######## sprite_loader ########
sprite_loader/closeup.png
Window x 21 to 61, y 37 to 77 um. Cells in grey, sequential cells in the stronger grey; small squares are vias.
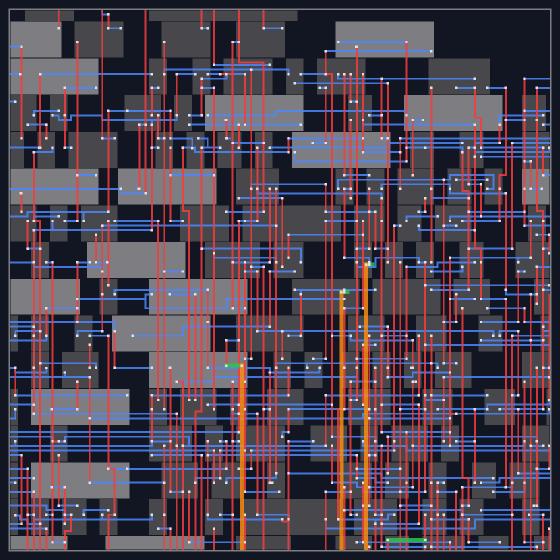

### config.mk
export PLATFORM = sky130hd
export DESIGN_NAME = sprite_loader
export DESIGN_NICKNAME = d
export VERILOG_FILES = /design/src/rtl/sprite_loader.sv
export SDC_FILE = /design/constraint.sdc
export NUM_CORES = 1
export LEC_CHECK = 0
export ABC_AREA = 0
export CELL_PAD_IN_SITES_DETAIL_PLACEMENT = 1
export CELL_PAD_IN_SITES_GLOBAL_PLACEMENT = 1
export CORE_MARGIN = 2
export CORE_UTILIZATION = 41
export DETAILED_ROUTE_END_ITERATION = 8
export PLACE_DENSITY = 0.89
export SYNTH_ARGS = -nofsm -noshare
export SYNTH_HDL_FRONTEND = slang
export SYNTH_SLANG_ARGS = --single-unit
### constraint.sdc
create_clock -name clk -period 2.25 [get_ports clk]
set_input_delay 0.45 -clock clk [delete_from_list [all_inputs] [get_ports clk]]
set_output_delay 0.45 -clock clk [all_outputs]
set_load 0.01 [all_outputs]
### src/rtl/sprite_loader.sv
// SPI-slave loader for the 64x64 sprite RAM: frames a command byte and a 12-bit
// start address, then writes one pixel per received byte at {col,row} addresses.
module sprite_loader #(
  parameter int          CHANNEL_BITS = 2,
  parameter logic [7:0]  CMD_LOAD     = 8'h50
) (
  input  logic                      clk,
  input  logic                      reset_n,
  input  logic                      spi_sclk,
  input  logic                      spi_mosi,
  input  logic                      spi_csb,
  output logic                      wr_en,
  output logic [11:0]               wr_addr,
  output logic [3*CHANNEL_BITS-1:0] wr_data,
  output logic                      busy,
  output logic                      done,
  output logic [2:0]                dbg_state_o
);

  localparam int PW = 3 * CHANNEL_BITS;

  typedef enum logic [2:0] {
    IDLE    = 3'd0,
    CMD     = 3'd1,
    ADDR_HI = 3'd2,
    ADDR_LO = 3'd3,
    DATA    = 3'd4,
    IGNORE  = 3'd5
  } state_t;

  state_t         state_q, state_d;
  logic           sclk_s1_q, sclk_s2_q, sclk_s3_q;
  logic           mosi_s1_q, mosi_s2_q;
  logic           csb_s1_q, csb_s2_q;
  logic [1:0]     settle_q, settle_d;
  logic           armed_q, armed_d;
  logic [6:0]     shift_q, shift_d;
  logic [2:0]     bit_cnt_q, bit_cnt_d;
  logic [11:0]    addr_q, addr_d;
  logic           wrote_q, wrote_d;
  logic           wr_en_q, wr_en_d;
  logic [11:0]    wr_addr_q, wr_addr_d;
  logic [PW-1:0]  wr_data_q, wr_data_d;
  logic           done_q, done_d;

  logic           sclk_rise, start, shift_en, byte_done;
  logic [7:0]     rx_byte;

  // A transaction may only open after CSb has been seen high once the
  // synchronisers hold real pin values; this drops a CSb-low that spans reset.
  assign sclk_rise = sclk_s2_q & ~sclk_s3_q;
  assign start     = (state_q == IDLE) && armed_q && !csb_s2_q;
  assign shift_en  = (state_q != IDLE) || start;
  assign byte_done = shift_en && sclk_rise && (bit_cnt_q == 3'd7);
  assign rx_byte   = {shift_q, mosi_s2_q};

  always_comb begin
    state_d   = state_q;
    addr_d    = addr_q;
    wrote_d   = wrote_q;
    wr_en_d   = 1'b0;
    wr_addr_d = wr_addr_q;
    wr_data_d = wr_data_q;
    done_d    = 1'b0;
    shift_d   = shift_q;
    bit_cnt_d = bit_cnt_q;
    settle_d  = (settle_q == 2'd2) ? settle_q : settle_q + 2'd1;
    armed_d   = (settle_q == 2'd2) && csb_s2_q;

    if (!shift_en) begin
      shift_d   = '0;
      bit_cnt_d = '0;
    end else if (sclk_rise) begin
      shift_d   = {shift_q[5:0], mosi_s2_q};
      bit_cnt_d = bit_cnt_q + 3'd1;
    end

    // A completed byte wins over CSb release; the release is seen next cycle.
    if (state_q == IDLE) begin
      if (start) begin
        state_d = CMD;
        wrote_d = 1'b0;
      end
    end else if (byte_done) begin
      case (state_q)
        CMD:     state_d = (rx_byte == CMD_LOAD) ? ADDR_HI : IGNORE;
        ADDR_HI: begin
          addr_d[11:8] = rx_byte[3:0];
          state_d      = ADDR_LO;
        end
        ADDR_LO: begin
          addr_d[7:0] = rx_byte;
          state_d     = DATA;
        end
        DATA: begin
          wr_en_d   = 1'b1;
          wr_addr_d = addr_q;
          wr_data_d = rx_byte[PW-1:0];
          addr_d    = addr_q + 12'd1;
          wrote_d   = 1'b1;
        end
        default: ;
      endcase
    end else if (csb_s2_q) begin
      state_d = IDLE;
      done_d  = (state_q == DATA) && wrote_q;
    end
  end

  always_ff @(posedge clk) begin
    if (!reset_n) begin
      state_q   <= IDLE;
      sclk_s1_q <= 1'b0;
      sclk_s2_q <= 1'b0;
      sclk_s3_q <= 1'b0;
      mosi_s1_q <= 1'b0;
      mosi_s2_q <= 1'b0;
      csb_s1_q  <= 1'b1;
      csb_s2_q  <= 1'b1;
      settle_q  <= '0;
      armed_q   <= 1'b0;
      shift_q   <= '0;
      bit_cnt_q <= '0;
      addr_q    <= '0;
      wrote_q   <= 1'b0;
      wr_en_q   <= 1'b0;
      wr_addr_q <= '0;
      wr_data_q <= '0;
      done_q    <= 1'b0;
    end else begin
      state_q   <= state_d;
      sclk_s1_q <= spi_sclk;
      sclk_s2_q <= sclk_s1_q;
      sclk_s3_q <= sclk_s2_q;
      mosi_s1_q <= spi_mosi;
      mosi_s2_q <= mosi_s1_q;
      csb_s1_q  <= spi_csb;
      csb_s2_q  <= csb_s1_q;
      settle_q  <= settle_d;
      armed_q   <= armed_d;
      shift_q   <= shift_d;
      bit_cnt_q <= bit_cnt_d;
      addr_q    <= addr_d;
      wrote_q   <= wrote_d;
      wr_en_q   <= wr_en_d;
      wr_addr_q <= wr_addr_d;
      wr_data_q <= wr_data_d;
      done_q    <= done_d;
    end
  end

  // wr_en is a valid-only strobe: the RAM has no ready and must take every write.
  assign wr_en       = wr_en_q;
  assign wr_addr     = wr_addr_q;
  assign wr_data     = wr_data_q;
  assign done        = done_q;
  assign busy        = (state_q != IDLE);
  assign dbg_state_o = state_q;

endmodule

######## word_serializer ########
File: src/rtl/word_serializer.sv
// ---------------------------------------------------------------------------
// word_serializer
//
// Upstream feeder for the byte-wide serial-to-parallel shift stage. Each
// valid/ready handshake accepts one WORD_BYTES*BYTE_W-bit word. The word is
// then emitted as WORD_BYTES bytes, one byte per accepted output beat. The
// first and last beats of each word are flagged, downstream backpressure is
// honoured, and words can follow each other with no idle cycles between them.
// Each fully emitted word increments a wrapping counter.
//
// Parameters:
//   WORD_BYTES - bytes per input word (min 2)
//   BYTE_W     - bits per output byte
//   MSB_FIRST  - 0: emit in_data[BYTE_W-1:0] first; 1: emit the top byte first
//   CNT_W      - width of the completed-word counter
//
// Ports:
//   clk        in   rising-edge clock
//   reset      in   asynchronous active-low reset (0 = in reset)
//   in_data    in   word to serialize, sampled only on an input beat
//   in_valid   in   in_data valid
//   in_ready   out  block can accept a word this cycle (combinational)
//   out_data   out  current byte
//   out_valid  out  out_data valid
//   out_ready  in   downstream accepts out_data this cycle
//   out_first  out  current byte is byte 0 of its word
//   out_last   out  current byte is the final byte of its word
//   abort      in   synchronous drop of the word in flight
//   busy       out  a word is being emitted
//   word_count out  number of words whose last byte completed; wraps
// ---------------------------------------------------------------------------
module word_serializer #(
    parameter int WORD_BYTES = 8,
    parameter int BYTE_W     = 8,
    parameter bit MSB_FIRST  = 1'b0,
    parameter int CNT_W      = 16
) (
    input  logic                         clk,
    input  logic                         reset,
    input  logic [WORD_BYTES*BYTE_W-1:0] in_data,
    input  logic                         in_valid,
    output logic                         in_ready,
    output logic [BYTE_W-1:0]            out_data,
    output logic                         out_valid,
    input  logic                         out_ready,
    output logic                         out_first,
    output logic                         out_last,
    input  logic                         abort,
    output logic                         busy,
    output logic [CNT_W-1:0]             word_count
);

    localparam int WORD_W = WORD_BYTES * BYTE_W;
    localparam int IDX_W  = (WORD_BYTES > 1) ? $clog2(WORD_BYTES) : 1;
    localparam logic [IDX_W-1:0] LAST_IDX = IDX_W'(WORD_BYTES - 1);

    typedef enum logic {
        IDLE = 1'b0,
        SEND = 1'b1
    } state_t;

    state_t             state;
    state_t             next_state;

    logic [WORD_W-1:0]  shreg;
    logic [IDX_W-1:0]   idx;

    logic               at_last;
    logic               in_beat;
    logic               out_beat;
    logic               word_done;

    assign at_last = (idx == LAST_IDX);

    // A word completes only on the beat that hands over its final byte, and
    // an abort in that same cycle cancels the completion.
    assign in_beat   = in_valid & in_ready;
    assign out_beat  = out_valid & out_ready;
    assign word_done = out_beat & at_last & ~abort;

    // State register. Reset drops any word in flight immediately, so no
    // out_last is ever produced for it.
    always_ff @(posedge clk or negedge reset) begin
        if (!reset) begin
            state <= IDLE;
        end else begin
            state <= next_state;
        end
    end

    // Next-state logic. Abort overrides everything and returns to IDLE.
    // On the last byte, a simultaneous input beat keeps us in SEND so the
    // next word follows without a bubble.
    always_comb begin
        next_state = state;
        if (abort) begin
            next_state = IDLE;
        end else begin
            case (state)
                IDLE: begin
                    if (in_beat) begin
                        next_state = SEND;
                    end
                end
                SEND: begin
                    if (out_beat && at_last) begin
                        next_state = in_beat ? SEND : IDLE;
                    end
                end
                default: begin
                    next_state = IDLE;
                end
            endcase
        end
    end

    // Output logic. in_ready opens either when idle or when the final byte
    // of the current word is being accepted. It is forced low while reset is
    // held or while an abort is being applied. out_data is always the byte
    // sitting at the output end of the shift register, so holding the
    // register under backpressure holds the byte as well.
    always_comb begin
        out_valid = (state == SEND);
        busy      = (state == SEND);
        out_first = (state == SEND) & (idx == '0);
        out_last  = (state == SEND) & at_last;
        in_ready  = reset & ~abort &
                    ((state == IDLE) | ((state == SEND) & out_ready & at_last));
        if (MSB_FIRST) begin
            out_data = shreg[WORD_W-1 -: BYTE_W];
        end else begin
            out_data = shreg[BYTE_W-1:0];
        end
    end

    // Datapath: shift register and byte index. A new word is loaded with the
    // index at 0. Every non-final accepted byte moves the next byte into the
    // output position. Under backpressure nothing changes, so data, flags
    // and index stay stable. An abort parks the index at 0. The discarded
    // word is never shown again because out_valid goes low.
    always_ff @(posedge clk or negedge reset) begin
        if (!reset) begin
            shreg <= '0;
            idx   <= '0;
        end else if (abort) begin
            idx <= '0;
        end else if (in_beat) begin
            shreg <= in_data;
            idx   <= '0;
        end else if (out_beat && !at_last) begin
            if (MSB_FIRST) begin
                shreg <= shreg << BYTE_W;
            end else begin
                shreg <= shreg >> BYTE_W;
            end
            idx <= idx + 1'b1;
        end
    end

    // Completed-word counter. It wraps naturally at 2^CNT_W.
    always_ff @(posedge clk or negedge reset) begin
        if (!reset) begin
            word_count <= '0;
        end else if (word_done) begin
            word_count <= word_count + CNT_W'(1);
        end
    end

endmodule

File: config.mk
export PLATFORM = sky130hd
export DESIGN_NAME = word_serializer
export DESIGN_NICKNAME = d
export VERILOG_FILES = /design/src/rtl/word_serializer.sv
export SDC_FILE = /design/constraint.sdc
export NUM_CORES = 1
export LEC_CHECK = 0
export ABC_AREA = 1
export CAP_MARGIN = 20
export CORE_MARGIN = 1
export CORE_UTILIZATION = 45
export DETAILED_ROUTE_END_ITERATION = 8
export GPL_ROUTABILITY_DRIVEN = 0
export GPL_TIMING_DRIVEN = 0
export PLACE_DENSITY_LB_ADDON = 0.1
export SLEW_MARGIN = 20
export SYNTH_ARGS = -nofsm -noshare
export SYNTH_HDL_FRONTEND = slang
export SYNTH_SLANG_ARGS = --single-unit
export TNS_END_PERCENT = 100
File: constraint.sdc
create_clock -name clk -period 1.6 [get_ports clk]
set_input_delay 0.48 -clock clk [delete_from_list [all_inputs] [get_ports clk]]
set_output_delay 0.48 -clock clk [all_outputs]
set_load 0.01 [all_outputs]
######## axi_lite_cmd_arb ########
[src/rtl/axi_lite_pkg.sv]
// Shared definitions for the axi_lite command path: field widths, tkeep encodings,
// and the arbiter state enum.
package axi_lite_pkg;

  localparam int ADDR_WD_DEF = 8;
  localparam int DATA_WD_DEF = 8;
  localparam int CMD_WD_DEF  = ADDR_WD_DEF + DATA_WD_DEF;
  localparam int KEEP_WD_DEF = CMD_WD_DEF >> 3;

  localparam logic [1:0] KEEP_WR = 2'b11;
  localparam logic [1:0] KEEP_RD = 2'b10;

  typedef enum logic {
    ARB_IDLE,
    ARB_GRANT
  } arb_state_e;

endpackage

[src/rtl/rr_pick.sv]
// Combinational round-robin picker: first set bit of req at or after last+1, wrapping.
// Doubles req, rotates it by the start point, then priority-encodes the result.
module rr_pick #(
  parameter int N  = 4,
  parameter int IW = $clog2(N)
) (
  input  logic [N-1:0]  req,
  input  logic [IW-1:0] last,
  output logic          found,
  output logic [IW-1:0] idx
);

  localparam logic [IW:0] N_W = (IW+1)'(N);

  logic [IW-1:0] start;
  logic [N-1:0]  rot;
  logic [IW-1:0] off;
  logic [IW:0]   sum;

  always_comb begin
    start = (last == IW'(N-1)) ? '0 : last + 1'b1;
    rot   = N'({req, req} >> start);
    off   = '0;
    // Descending scan so the lowest set bit (closest to start) wins.
    for (int i = N-1; i >= 0; i--) begin
      if (rot[i]) off = IW'(i);
    end
    sum = {1'b0, start} + {1'b0, off};
    if (sum >= N_W) sum = sum - N_W;
    idx   = sum[IW-1:0];
    found = |req;
  end

endmodule

[src/rtl/axi_lite_cmd_arb.sv]
// Round-robin arbiter that funnels NUM_REQ command streams into one axi_lite_master port.
// Define AXI_LITE_ARB_BURST_EN to hold a grant for up to BURST_MAX fires.
module axi_lite_cmd_arb
  import axi_lite_pkg::*;
#(
  parameter int NUM_REQ   = 4,
  parameter int DATA_WD   = DATA_WD_DEF,
  parameter int ADDR_WD   = ADDR_WD_DEF,
  parameter int KEEP_WD   = (ADDR_WD + DATA_WD) >> 3,
`ifdef AXI_LITE_ARB_BURST_EN
  parameter int BURST_MAX = 4,
`endif
  parameter int ID_WD     = $clog2(NUM_REQ)
) (
  input  logic                                 clk,
  input  logic                                 rst,
  input  logic [NUM_REQ-1:0]                   s_tvalid,
  input  logic [NUM_REQ*(ADDR_WD+DATA_WD)-1:0] s_tdata,
  input  logic [NUM_REQ*KEEP_WD-1:0]           s_tkeep,
  output logic [NUM_REQ-1:0]                   s_tready,
  output logic                                 m_tvalid,
  output logic [ADDR_WD+DATA_WD-1:0]           m_tdata,
  output logic [KEEP_WD-1:0]                   m_tkeep,
  input  logic                                 m_tready,
  output logic [ID_WD-1:0]                     m_tid
);

  localparam int CMD_WD = ADDR_WD + DATA_WD;

  logic [NUM_REQ-1:0][CMD_WD-1:0]  cmd_arr;
  logic [NUM_REQ-1:0][KEEP_WD-1:0] keep_arr;
  assign cmd_arr  = s_tdata;
  assign keep_arr = s_tkeep;

  arb_state_e       state, state_d;
  logic [ID_WD-1:0] gnt, gnt_d;
  logic [ID_WD-1:0] last, last_d;
  logic             found;
  logic [ID_WD-1:0] pick;
  logic             fire;
  logic             burst_done;

`ifdef AXI_LITE_ARB_BURST_EN
  localparam int BW = $clog2(BURST_MAX + 1);
  logic [BW-1:0] burst_cnt, burst_cnt_d;
  assign burst_done = (burst_cnt == BW'(BURST_MAX - 1));
`else
  assign burst_done = 1'b1;
`endif

  rr_pick #(.N(NUM_REQ), .IW(ID_WD)) u_pick (
    .req   (s_tvalid),
    .last  (last),
    .found (found),
    .idx   (pick)
  );

  always_ff @(posedge clk) begin
    if (rst) begin
      state <= ARB_IDLE;
      gnt   <= '0;
      last  <= ID_WD'(NUM_REQ - 1);
`ifdef AXI_LITE_ARB_BURST_EN
      burst_cnt <= '0;
`endif
    end else begin
      state <= state_d;
      gnt   <= gnt_d;
      last  <= last_d;
`ifdef AXI_LITE_ARB_BURST_EN
      burst_cnt <= burst_cnt_d;
`endif
    end
  end

  always_comb begin
    state_d  = state;
    gnt_d    = gnt;
    last_d   = last;
    m_tvalid = 1'b0;
    s_tready = '0;
    fire     = 1'b0;
    // Data mux runs unconditionally; contents are only meaningful with m_tvalid.
    m_tdata  = cmd_arr[gnt];
    m_tkeep  = keep_arr[gnt];
    m_tid    = gnt;
`ifdef AXI_LITE_ARB_BURST_EN
    burst_cnt_d = burst_cnt;
`endif
    case (state)
      ARB_IDLE: begin
        if (found) begin
          state_d = ARB_GRANT;
          gnt_d   = pick;
`ifdef AXI_LITE_ARB_BURST_EN
          burst_cnt_d = '0;
`endif
        end
      end
      ARB_GRANT: begin
        m_tvalid      = s_tvalid[gnt];
        s_tready[gnt] = m_tready;
        fire          = m_tvalid && m_tready;
        // A requester that withdraws valid releases the grant without transferring.
        if ((fire && burst_done) || !s_tvalid[gnt]) begin
          state_d = ARB_IDLE;
          last_d  = gnt;
        end
`ifdef AXI_LITE_ARB_BURST_EN
        else if (fire) begin
          burst_cnt_d = burst_cnt + 1'b1;
        end
`endif
      end
      default: state_d = ARB_IDLE;
    endcase
  end

endmodule
[config.mk]
export PLATFORM = sky130hd
export DESIGN_NAME = axi_lite_cmd_arb
export DESIGN_NICKNAME = d
export VERILOG_FILES = /design/src/rtl/axi_lite_pkg.sv /design/src/rtl/rr_pick.sv /design/src/rtl/axi_lite_cmd_arb.sv
export SDC_FILE = /design/constraint.sdc
export NUM_CORES = 1
export LEC_CHECK = 0
export ABC_AREA = 1
export CAP_MARGIN = 20
export CORE_ASPECT_RATIO = 0.8
export CORE_MARGIN = 5
export CORE_UTILIZATION = 32
export DETAILED_ROUTE_END_ITERATION = 8
export PLACE_DENSITY = 0.87
export SYNTH_ARGS = -nofsm -noshare
export SYNTH_HDL_FRONTEND = slang
export SYNTH_HIERARCHICAL = 1
export SYNTH_SLANG_ARGS = --single-unit
[constraint.sdc]
create_clock -name clk -period 4.19 [get_ports clk]
set_clock_uncertainty 0.1 [all_clocks]
set_input_delay 1.257 -clock clk [delete_from_list [all_inputs] [get_ports clk]]
set_output_delay 1.257 -clock clk [all_outputs]
set_load 0.005 [all_outputs]
######## weight_load_sequencer ########
<file path="src/rtl/wt_seq_pkg.sv">
// Shared types for the weight load sequencer.
// State encoding and default widths.
package wt_seq_pkg;

  localparam int DEF_ADDR_W = 8;
  localparam int DEF_CNT_W  = 8;

  typedef enum logic [3:0] {
    S_IDLE,
    S_LUT_START,
    S_LUT_RUN,
    S_FLUSH_L,
    S_WT_START,
    S_WT_RUN,
    S_FLUSH_W,
    S_ABORT,
    S_DONE
  } wt_seq_state_t;

endpackage

</file>
<file path="src/rtl/weight_load_sequencer_counter.sv">
// Beat counter shared by the LUT and weight phases.
// clr/en/load/limit in, last = (count == limit-1) out.
module wt_beat_counter #(
  parameter int CNT_W = 8
) (
  input  logic             clk,
  input  logic             rst_n,
  input  logic             clr,
  input  logic             en,
  input  logic             load,
  input  logic [CNT_W-1:0] limit,
  output logic             last
);

  logic [CNT_W-1:0] count_q;
  logic [CNT_W-1:0] limit_q;

  always_ff @(posedge clk or negedge rst_n) begin
    if (!rst_n) begin
      count_q <= '0;
      limit_q <= '0;
    end else begin
      if (clr) begin
        count_q <= '0;
      end else if (en) begin
        count_q <= count_q + CNT_W'(1);
      end
      if (load) begin
        limit_q <= limit;
      end
    end
  end

  // compare uses the pre-increment count
  assign last = (count_q == (limit_q - CNT_W'(1)));

endmodule

</file>
<file path="src/rtl/weight_load_sequencer.sv">
// Job controller for weight_dispatcher: optional LUT phase then weight phase.
// Ports: job descriptor in, dispatcher ctrl/handshake, PE handshake, status.
module weight_load_sequencer
  import wt_seq_pkg::*;
#(
  parameter int ADDR_W = DEF_ADDR_W,
  parameter int CNT_W  = DEF_CNT_W
) (
  input  logic              clk,
  input  logic              rst_n,
  input  logic              job_valid,
  output logic              job_ready,
  input  logic              job_lut_en,
  input  logic [ADDR_W-1:0] job_lut_base,
  input  logic [CNT_W-1:0]  job_lut_words,
  input  logic [ADDR_W-1:0] job_wt_base,
  input  logic [CNT_W-1:0]  job_wt_tiles,
  input  logic              abort,
  output logic              disp_start,
  output logic [ADDR_W-1:0] disp_base_addr,
  output logic              disp_update_lut,
  output logic              disp_flush,
  input  logic              disp_out_valid,
  output logic              disp_out_ready,
  output logic              pe_valid,
  input  logic              pe_ready,
  output logic              busy,
  output logic              job_done,
  output logic              job_aborted
);

  wt_seq_state_t state_q, state_d;

  logic [ADDR_W-1:0] wt_base_q;
  logic [CNT_W-1:0]  lut_words_q;
  logic [CNT_W-1:0]  wt_tiles_q;
  logic              aborted_q;

  logic              accept;
  logic              lut_go;
  logic              wt_go;
  logic              hs;
  logic              last;
  logic              cnt_clr;
  logic              cnt_load;
  logic [CNT_W-1:0]  cnt_limit;

  assign accept = job_valid && job_ready;
  assign lut_go = job_lut_en && (job_lut_words != '0);
  assign wt_go  = !lut_go && (job_wt_tiles != '0);

  always_ff @(posedge clk or negedge rst_n) begin
    if (!rst_n) begin
      state_q <= S_IDLE;
    end else begin
      state_q <= state_d;
    end
  end

  always_ff @(posedge clk or negedge rst_n) begin
    if (!rst_n) begin
      wt_base_q      <= '0;
      lut_words_q    <= '0;
      wt_tiles_q     <= '0;
      disp_base_addr <= '0;
      aborted_q      <= 1'b0;
      job_done       <= 1'b0;
      job_aborted    <= 1'b0;
    end else begin
      if (accept) begin
        wt_base_q   <= job_wt_base;
        lut_words_q <= job_lut_words;
        wt_tiles_q  <= job_wt_tiles;
        if (lut_go) begin
          disp_base_addr <= job_lut_base;
        end else if (wt_go) begin
          disp_base_addr <= job_wt_base;
        end
      end else if (state_q == S_FLUSH_L) begin
        disp_base_addr <= wt_base_q;
      end
      if (state_q == S_IDLE) begin
        aborted_q <= 1'b0;
      end else if (state_q == S_ABORT) begin
        aborted_q <= 1'b1;
      end
      job_done    <= (state_q == S_DONE);
      job_aborted <= (state_q == S_DONE) && aborted_q;
    end
  end

  always_comb begin
    state_d         = state_q;
    job_ready       = 1'b0;
    disp_start      = 1'b0;
    disp_update_lut = 1'b0;
    disp_flush      = 1'b0;
    disp_out_ready  = 1'b0;
    pe_valid        = 1'b0;
    hs              = 1'b0;
    cnt_load        = 1'b0;
    cnt_limit       = wt_tiles_q;
    unique case (state_q)
      S_IDLE: begin
        job_ready = 1'b1;
        if (job_valid) begin
          unique case (1'b1)
            lut_go:  state_d = S_LUT_START;
            wt_go:   state_d = S_WT_START;
            default: state_d = S_DONE;
          endcase
        end
      end
      S_LUT_START: begin
        disp_start      = 1'b1;
        disp_update_lut = 1'b1;
        cnt_load        = 1'b1;
        cnt_limit       = lut_words_q;
        state_d         = abort ? S_ABORT : S_LUT_RUN;
      end
      S_LUT_RUN: begin
        disp_update_lut = 1'b1;
        disp_out_ready  = 1'b1;
        hs              = disp_out_valid;
        if (abort) begin
          state_d = S_ABORT;
        end else if (hs && last) begin
          state_d = S_FLUSH_L;
        end
      end
      S_FLUSH_L: begin
        disp_flush = 1'b1;
        state_d    = (wt_tiles_q != '0) ? S_WT_START : S_DONE;
      end
      S_WT_START: begin
        disp_start = 1'b1;
        cnt_load   = 1'b1;
        state_d    = abort ? S_ABORT : S_WT_RUN;
      end
      S_WT_RUN: begin
        pe_valid       = disp_out_valid;
        disp_out_ready = pe_ready;
        hs             = disp_out_valid && pe_ready;
        if (abort) begin
          state_d = S_ABORT;
        end else if (hs && last) begin
          state_d = S_FLUSH_W;
        end
      end
      S_FLUSH_W: begin
        disp_flush = 1'b1;
        state_d    = S_DONE;
      end
      S_ABORT: begin
        disp_flush = 1'b1;
        state_d    = S_DONE;
      end
      S_DONE: begin
        state_d = S_IDLE;
      end
      default: begin
        state_d = S_IDLE;
      end
    endcase
  end

  assign busy    = (state_q != S_IDLE);
  assign cnt_clr = (state_q != S_LUT_RUN) && (state_q != S_WT_RUN);

  wt_beat_counter #(
    .CNT_W(CNT_W)
  ) u_cnt (
    .clk  (clk),
    .rst_n(rst_n),
    .clr  (cnt_clr),
    .en   (hs),
    .load (cnt_load),
    .limit(cnt_limit),
    .last (last)
  );

endmodule

</file>
<file path="config.mk">
export PLATFORM = sky130hd
export DESIGN_NAME = weight_load_sequencer
export DESIGN_NICKNAME = d
export VERILOG_FILES = /design/src/rtl/wt_seq_pkg.sv /design/src/rtl/weight_load_sequencer_counter.sv /design/src/rtl/weight_load_sequencer.sv
export SDC_FILE = /design/constraint.sdc
export NUM_CORES = 1
export LEC_CHECK = 0
export CORE_MARGIN = 4
export CORE_UTILIZATION = 35
export CTS_BUF_LIST = sky130_fd_sc_hd__clkbuf_4
export DETAILED_ROUTE_END_ITERATION = 12
export HOLD_SLACK_MARGIN = 0.03
export PLACE_DENSITY = 0.68
export SETUP_SLACK_MARGIN = 0.5
export SYNTH_ARGS = -nofsm -noshare
export SYNTH_HDL_FRONTEND = slang
export SYNTH_SLANG_ARGS = --single-unit
</file>
<file path="constraint.sdc">
create_clock -name clk -period 2.5 [get_ports clk]
set_clock_uncertainty 0.15 [all_clocks]
set_input_delay 0.625 -clock clk [delete_from_list [all_inputs] [get_ports clk]]
set_output_delay 0.625 -clock clk [all_outputs]
set_load 0.1 [all_outputs]
</file>
weight_load_sequencer/port_trees.png
Scale: 4 px per um.
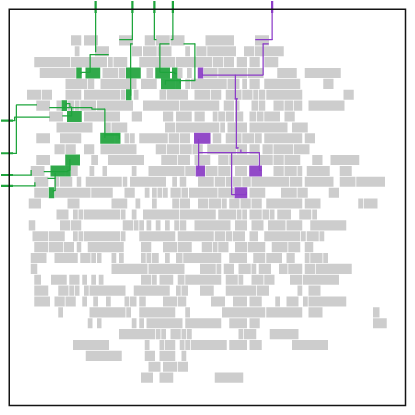
[purple] job_valid | bits: 1 | direction: input | edge: top | end cells: 5 | buffers: 2 | wire: 98.2 um
[green] job_wt_base | bits: 8 | direction: input | edge: 4 top, 4 left | end cells: 16 | buffers: 8 | wire: 186 um
I/O Pins: 56
I/O Buffers: 55

==> impl_metrics.env, weight_load_sequencer <==
# source this file to load flow results
export IMPL_p_clk_share_pct=10.2
export IMPL_fin_util_pct=56.7
export IMPL_worstPathRequired_ns=1.73
export IMPL_die_h_um=98.7
export IMPL_cp_depth=5
export IMPL_postSynthAreaPerCell_sq_um=9.09
export IMPL_hold_path_class="reg2reg"
export IMPL_path_max_fanout=5
export IMPL_synthesis_instances=317
export IMPL_cp_slowest_cell="dfrtp_2"
export IMPL_ctsHoldBuffers=1
export IMPL_outcome="complete, no violations"
export IMPL_peakVddDrop_uv=844
export IMPL_logic_area_sq_mm=0.00166
export IMPL_finalHoldViolations=0
export IMPL_yosysUniqueCellTypes=48
export IMPL_n_clock_buffer=6
export IMPL_nets=470
export IMPL_fin_setup_tns_ns=0
export IMPL_ys_flop_type="dfrtp_1"
export IMPL_edf_count=0
export IMPL_grt_max_degree=42
export IMPL_r2r_cells=6
export IMPL_arrival_ns=1.64
export IMPL_htreeDepth=2
export IMPL_wl_per_cell_um=14.2
export IMPL_clk_pin_slew_ns=0.16
export IMPL_fin_area_sq_mm=0.00445
export IMPL_antenna_found_initial=0
export IMPL_total_power_uw=5920
export IMPL_p_leak_uw=0.00207
export IMPL_path_cells="buf_6 > nor2b_4 > and2_4 > or2_4 > buf_12"
export IMPL_largest_cell_class="logic gates"
export IMPL_post_cts_setup_buffer_count=22
sprite_loader/ff_map.png
Scale: 6 px per um. Other sequential cells in the stronger grey, the rest of the logic in the fainter grey.
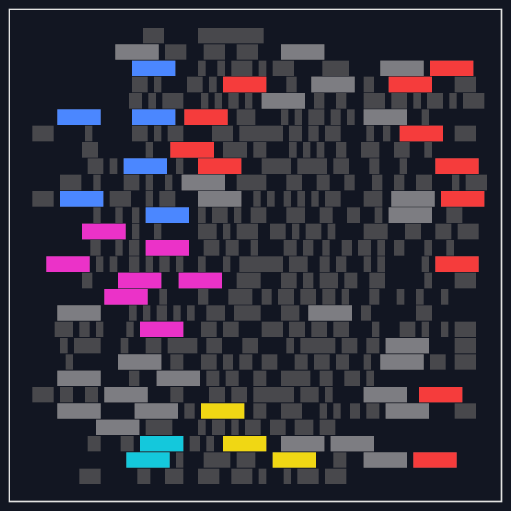
[red] wr_addr | placed flops: 12
[magenta] shift_q | placed flops: 7 | where: left middle
[blue] wr_data | placed flops: 6
[cyan] settle_q | placed flops: 2
[yellow] dbg_state_o | placed flops: 3
not coloured: 26
sequential cell area share: 37.1%
final core utilization: 51.3%
sequential logic power: 1030 uW

Notes on sprite_loader/closeup.png above:
[orange] M4
[blue] M1
[green] M3
[red] M2
most frequent: nand2_1 (27), dfxtp_1 (15), nor2_1 (9)
netlist names of flops here include: addr_q (5), wr_addr (4), wr_data (4)
cells with their middle in the window: 116
sequential cells in the window: 15

==> impl_metrics.env, sprite_loader <==
# source this file to load flow results
export IMPL_comb_share_pct=41.2
export IMPL_critical_path_max_stage_delay_ns=0.56
export IMPL_busiest_layer="met2"
export IMPL_inv_count=7
export IMPL_setup_slack_ns=0.175
export IMPL_tap_cells=75
export IMPL_insertion_delay_ns=0.31
export IMPL_netlist_area_sq_mm=0.00248
export IMPL_top_cell="nand2_1"
export IMPL_clk_path_buf_depth=2
export IMPL_cts_root_buf="clkbuf_8"
export IMPL_grt_total_usage_pct=20.5
export IMPL_switching_share_pct=22.2
export IMPL_cts_buffers=5
export IMPL_die_w_um=81.8
export IMPL_drive_gt1_share_pct=9.76
export IMPL_combPwrFrac_pct=6.3
export IMPL_synthArstFlopShare_pct=0
export IMPL_setup_violations=0
export IMPL_powerComb_uw=113
export IMPL_core_area_sq_mm=0.00589
export IMPL_fin_skew_ns=0.00993
export IMPL_outcome="complete, no violations"
export IMPL_drt_first_pass_iters=4
export IMPL_yosys_stat_seqShare_pct=45.2
export IMPL_ys_sh_mux_pct=1.31
export IMPL_clk_pin_slew_ns=0.10
export IMPL_edf_count=0
export IMPL_top_power_group="registers"
export IMPL_hold_path_startpoint="csb_s1_q$_SDFF_PN1_"
export IMPL_logic_gate_count=213
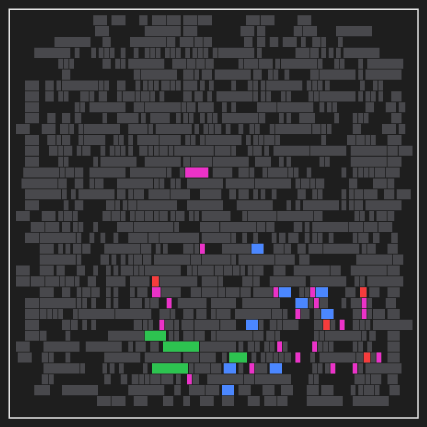
word_serializer/gates.png
Scale: 4 px per um.
[magenta] inv cells | cells: 20 | most used: inv_1
[green] fa/ha/maj cells | cells: 4 | most used: ha_4 | where: bottom middle
[blue] xor and xnor cells | cells: 9 | most used: xor2_1
[red] aoi and oai cells | cells: 4 | most used: o21ai_0 | where: bottom right
Non-Filler Instances: 906
highest-count logic cell in the final layout: nand2_1
logic share of the area: 33.5%

==> impl_metrics.env, word_serializer <==
# source this file to load flow results
export IMPL_outcome="complete, but fails checks"
export IMPL_violations="setup timing"
export IMPL_grt_max_degree=58
export IMPL_ys_sh_mux_pct=0
export IMPL_crit_path_end_kind="output port"
export IMPL_setup_slack_ns=-0.419
export IMPL_peakVddDrop_uv=592
export IMPL_fin_util_pct=67.9
export IMPL_largest_cell_class="logic gates"
export IMPL_grt_pass1_wl_um=20300
export IMPL_drc_errors=0
export IMPL_post_dp_hpwl_um=8100
export IMPL_path_class="reg2out"
export IMPL_path_max_fanout=2
export IMPL_ys_flop_type="dfrtp_1"
export IMPL_cts_buffers=9
export IMPL_seq_area_share_pct=31.9
export IMPL_reg2reg_slack_ns=-0.37
export IMPL_synth_xor_area_share_pct=1.76
export IMPL_clock_power_uw=1440
export IMPL_adder_share_pct=1.12
export IMPL_ys_flops=84
export IMPL_fin_area_sq_mm=0.00660
export IMPL_busiest_layer="met2"
export IMPL_grt_pass1_vias=4307
export IMPL_buf_share_pct=28.0
export IMPL_post_cts_setup_buffer_count=31
export IMPL_hold_path_class="in2async"
export IMPL_ff_count=84
export IMPL_die_w_um=102
export IMPL_core_area_sq_mm=0.00973
export IMPL_sequentialPower_uw=2970
export IMPL_synthArstFlopShare_pct=100
export IMPL_drive_gt1_share_pct=21.7
export IMPL_holdWs_ns=0.0386
export IMPL_r2r_cells=13
export IMPL_grt_use_met3_pct=3.76
export IMPL_p_sw_uw=2120
export IMPL_placed_cells=847
export IMPL_common_cells="342 x nand2_1, 84 x dfrtp_1, 62 x nand4_1, 19 x inv_1, 18 x nor2_1"
export IMPL_logic_area_sq_mm=0.00221
export IMPL_clk_share_pct=2.75
export IMPL_edf_count=0
export IMPL_worstPathRequired_ns=1.12
export IMPL_fin_crit_sh_pct=126
export IMPL_setup_violations=87
export IMPL_met2_length_um=6350
export IMPL_htreeDepth=3
export IMPL_fillCellCount=853
export IMPL_cts_repair_resized=139
export IMPL_combPwrFrac_pct=29.7
export IMPL_slew_headroom_pct=69.1
export IMPL_drt_initial_drc_count=171
export IMPL_synth_top_cell_area_share_pct=46.9
export IMPL_clk_pin_slew_ns=0.10
export IMPL_log_warning_count=30
export IMPL_setup_worst_path_end="in_ready"
export IMPL_power_density_mw_per_mm2=952
export IMPL_yosysUniqueCellTypes=20
export IMPL_n_all_buffers=190
export IMPL_ctsHoldBuffers=0
export IMPL_cpLargestDelayFamily="flip-flops"
axi_lite_cmd_arb/m2.png
Scale: 4 px per um. Cells faint in the background.
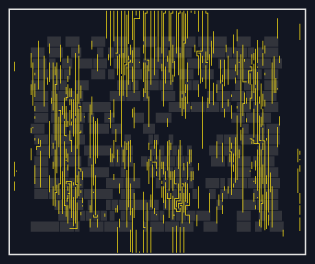
nets with wire on the layer: 279
longest straight run: 23.3 um
main direction: vertical
share of all routed wire: 45%
global-route track usage on met2: 33.0%
WL final: 4620 um
via count: 1661

==> impl_metrics.env, axi_lite_cmd_arb <==
# source this file to load flow results
export IMPL_outcome="complete, no violations"
export IMPL_met2_length_um=2070
export IMPL_total_power_uw=670
export IMPL_p_leak_uw=0.000879
export IMPL_slew_headroom_pct=57.5
export IMPL_yosysChipArea_sq_mm=0.00104
export IMPL_drt_initial_drc_count=61
export IMPL_register_area_sq_um=100
export IMPL_viasPerCell=5.17
export IMPL_path_max_fanout=3
export IMPL_worstPathRequired_ns=2.83
export IMPL_seq_power_share_pct=10.9
export IMPL_log_warning_count=26
export IMPL_cp_depth=6
export IMPL_place_gp_congestion=0.815
export IMPL_grt_total_usage_pct=19.1
export IMPL_drt_first_pass_iters=5
export IMPL_sequentialPower_uw=73.0
export IMPL_cp_slowest_cell="clkdlybuf4s50_1"
export IMPL_synth_top_cell_area_share_pct=32.3
export IMPL_yosysUniqueCellTypes=19

## Gallery

Zoomed window.
panel A
Window x 17 to 57, y 21 to 61 um. Cells in grey, sequential cells in the stronger grey; small squares are vias.
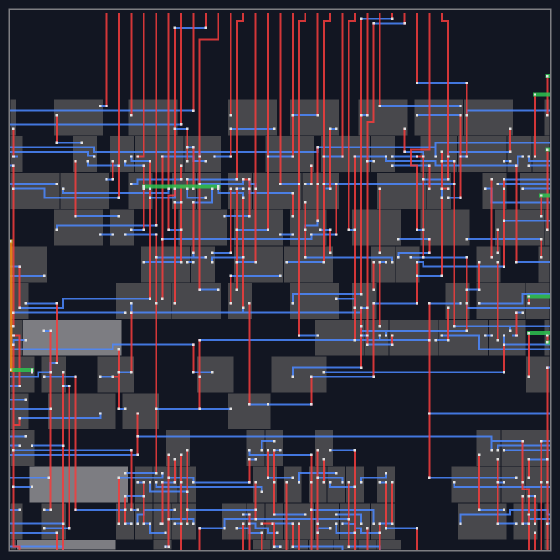
panel B
Window x 31 to 71, y 51 to 91 um. Cells in grey, sequential cells in the stronger grey; small squares are vias.
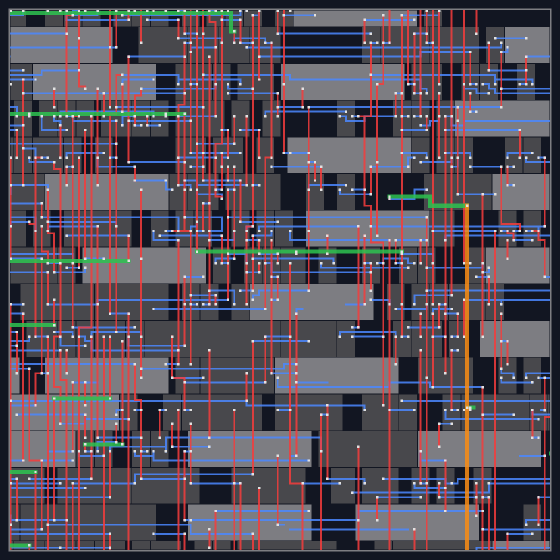
panel C
Window x 29 to 69, y 49 to 89 um. Cells in grey, sequential cells in the stronger grey; small squares are vias.
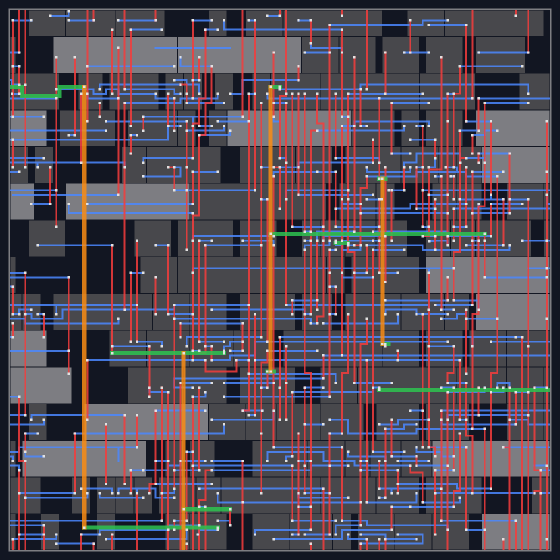
panel B -> word_serializer
panel A -> axi_lite_cmd_arb
panel C -> weight_load_sequencer

Key to panel B:
[green] M3
[orange] M4
[red] M2
[blue] M1
most frequent: nand2_1 (74), dfrtp_1 (19)
cells with their middle in the window: 141
netlist names of flops here include: shreg (19)
sequential cells in the window: 19



==> gallery <==
Routing congestion.
Plate I
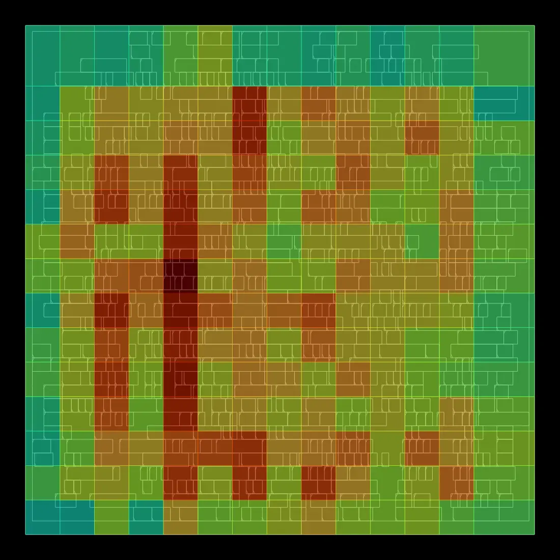
Plate II
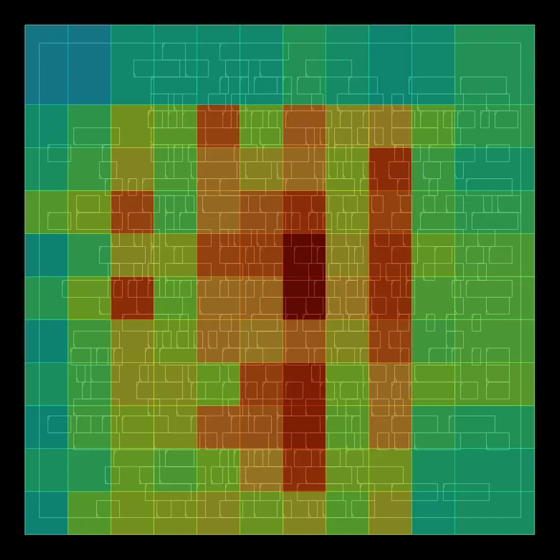
Plate III
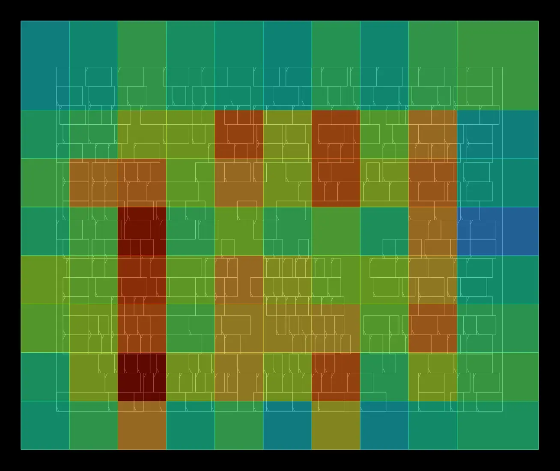
Plate IV
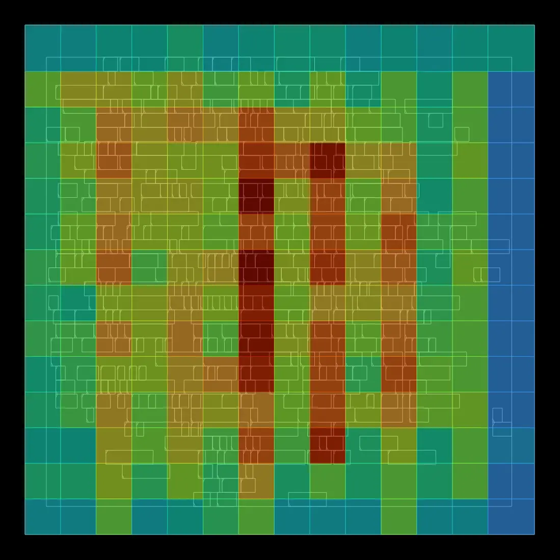
Of these, highest track usage: Plate I
Of these, lowest track usage: Plate IV
axi_lite_cmd_arb -> Plate III
sprite_loader -> Plate II
weight_load_sequencer -> Plate IV
word_serializer -> Plate I


==> notes/layouts.md <==
Pictures saved along the way, in no particular order.

Metal 2.
Scale: 3 px per um. Cells faint in the background.
image #1
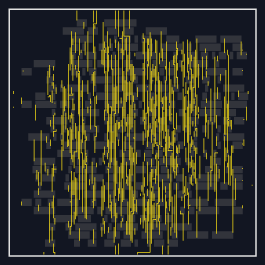
image #2
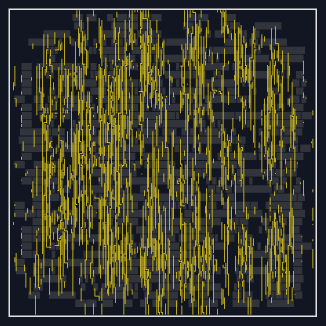
image #3
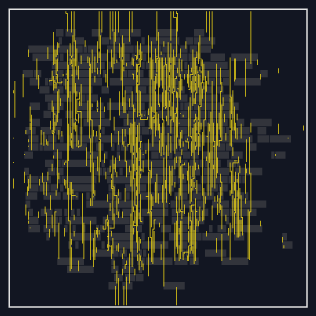
The one with the smallest die is image #1.
sprite_loader: image #1
weight_load_sequencer: image #3
word_serializer: image #2

Key to image #3:
wire length on this layer: 3710 um
share of all routed wire: 49%
longest straight run: 47.6 um

Power and IR drop assume default switching activity.
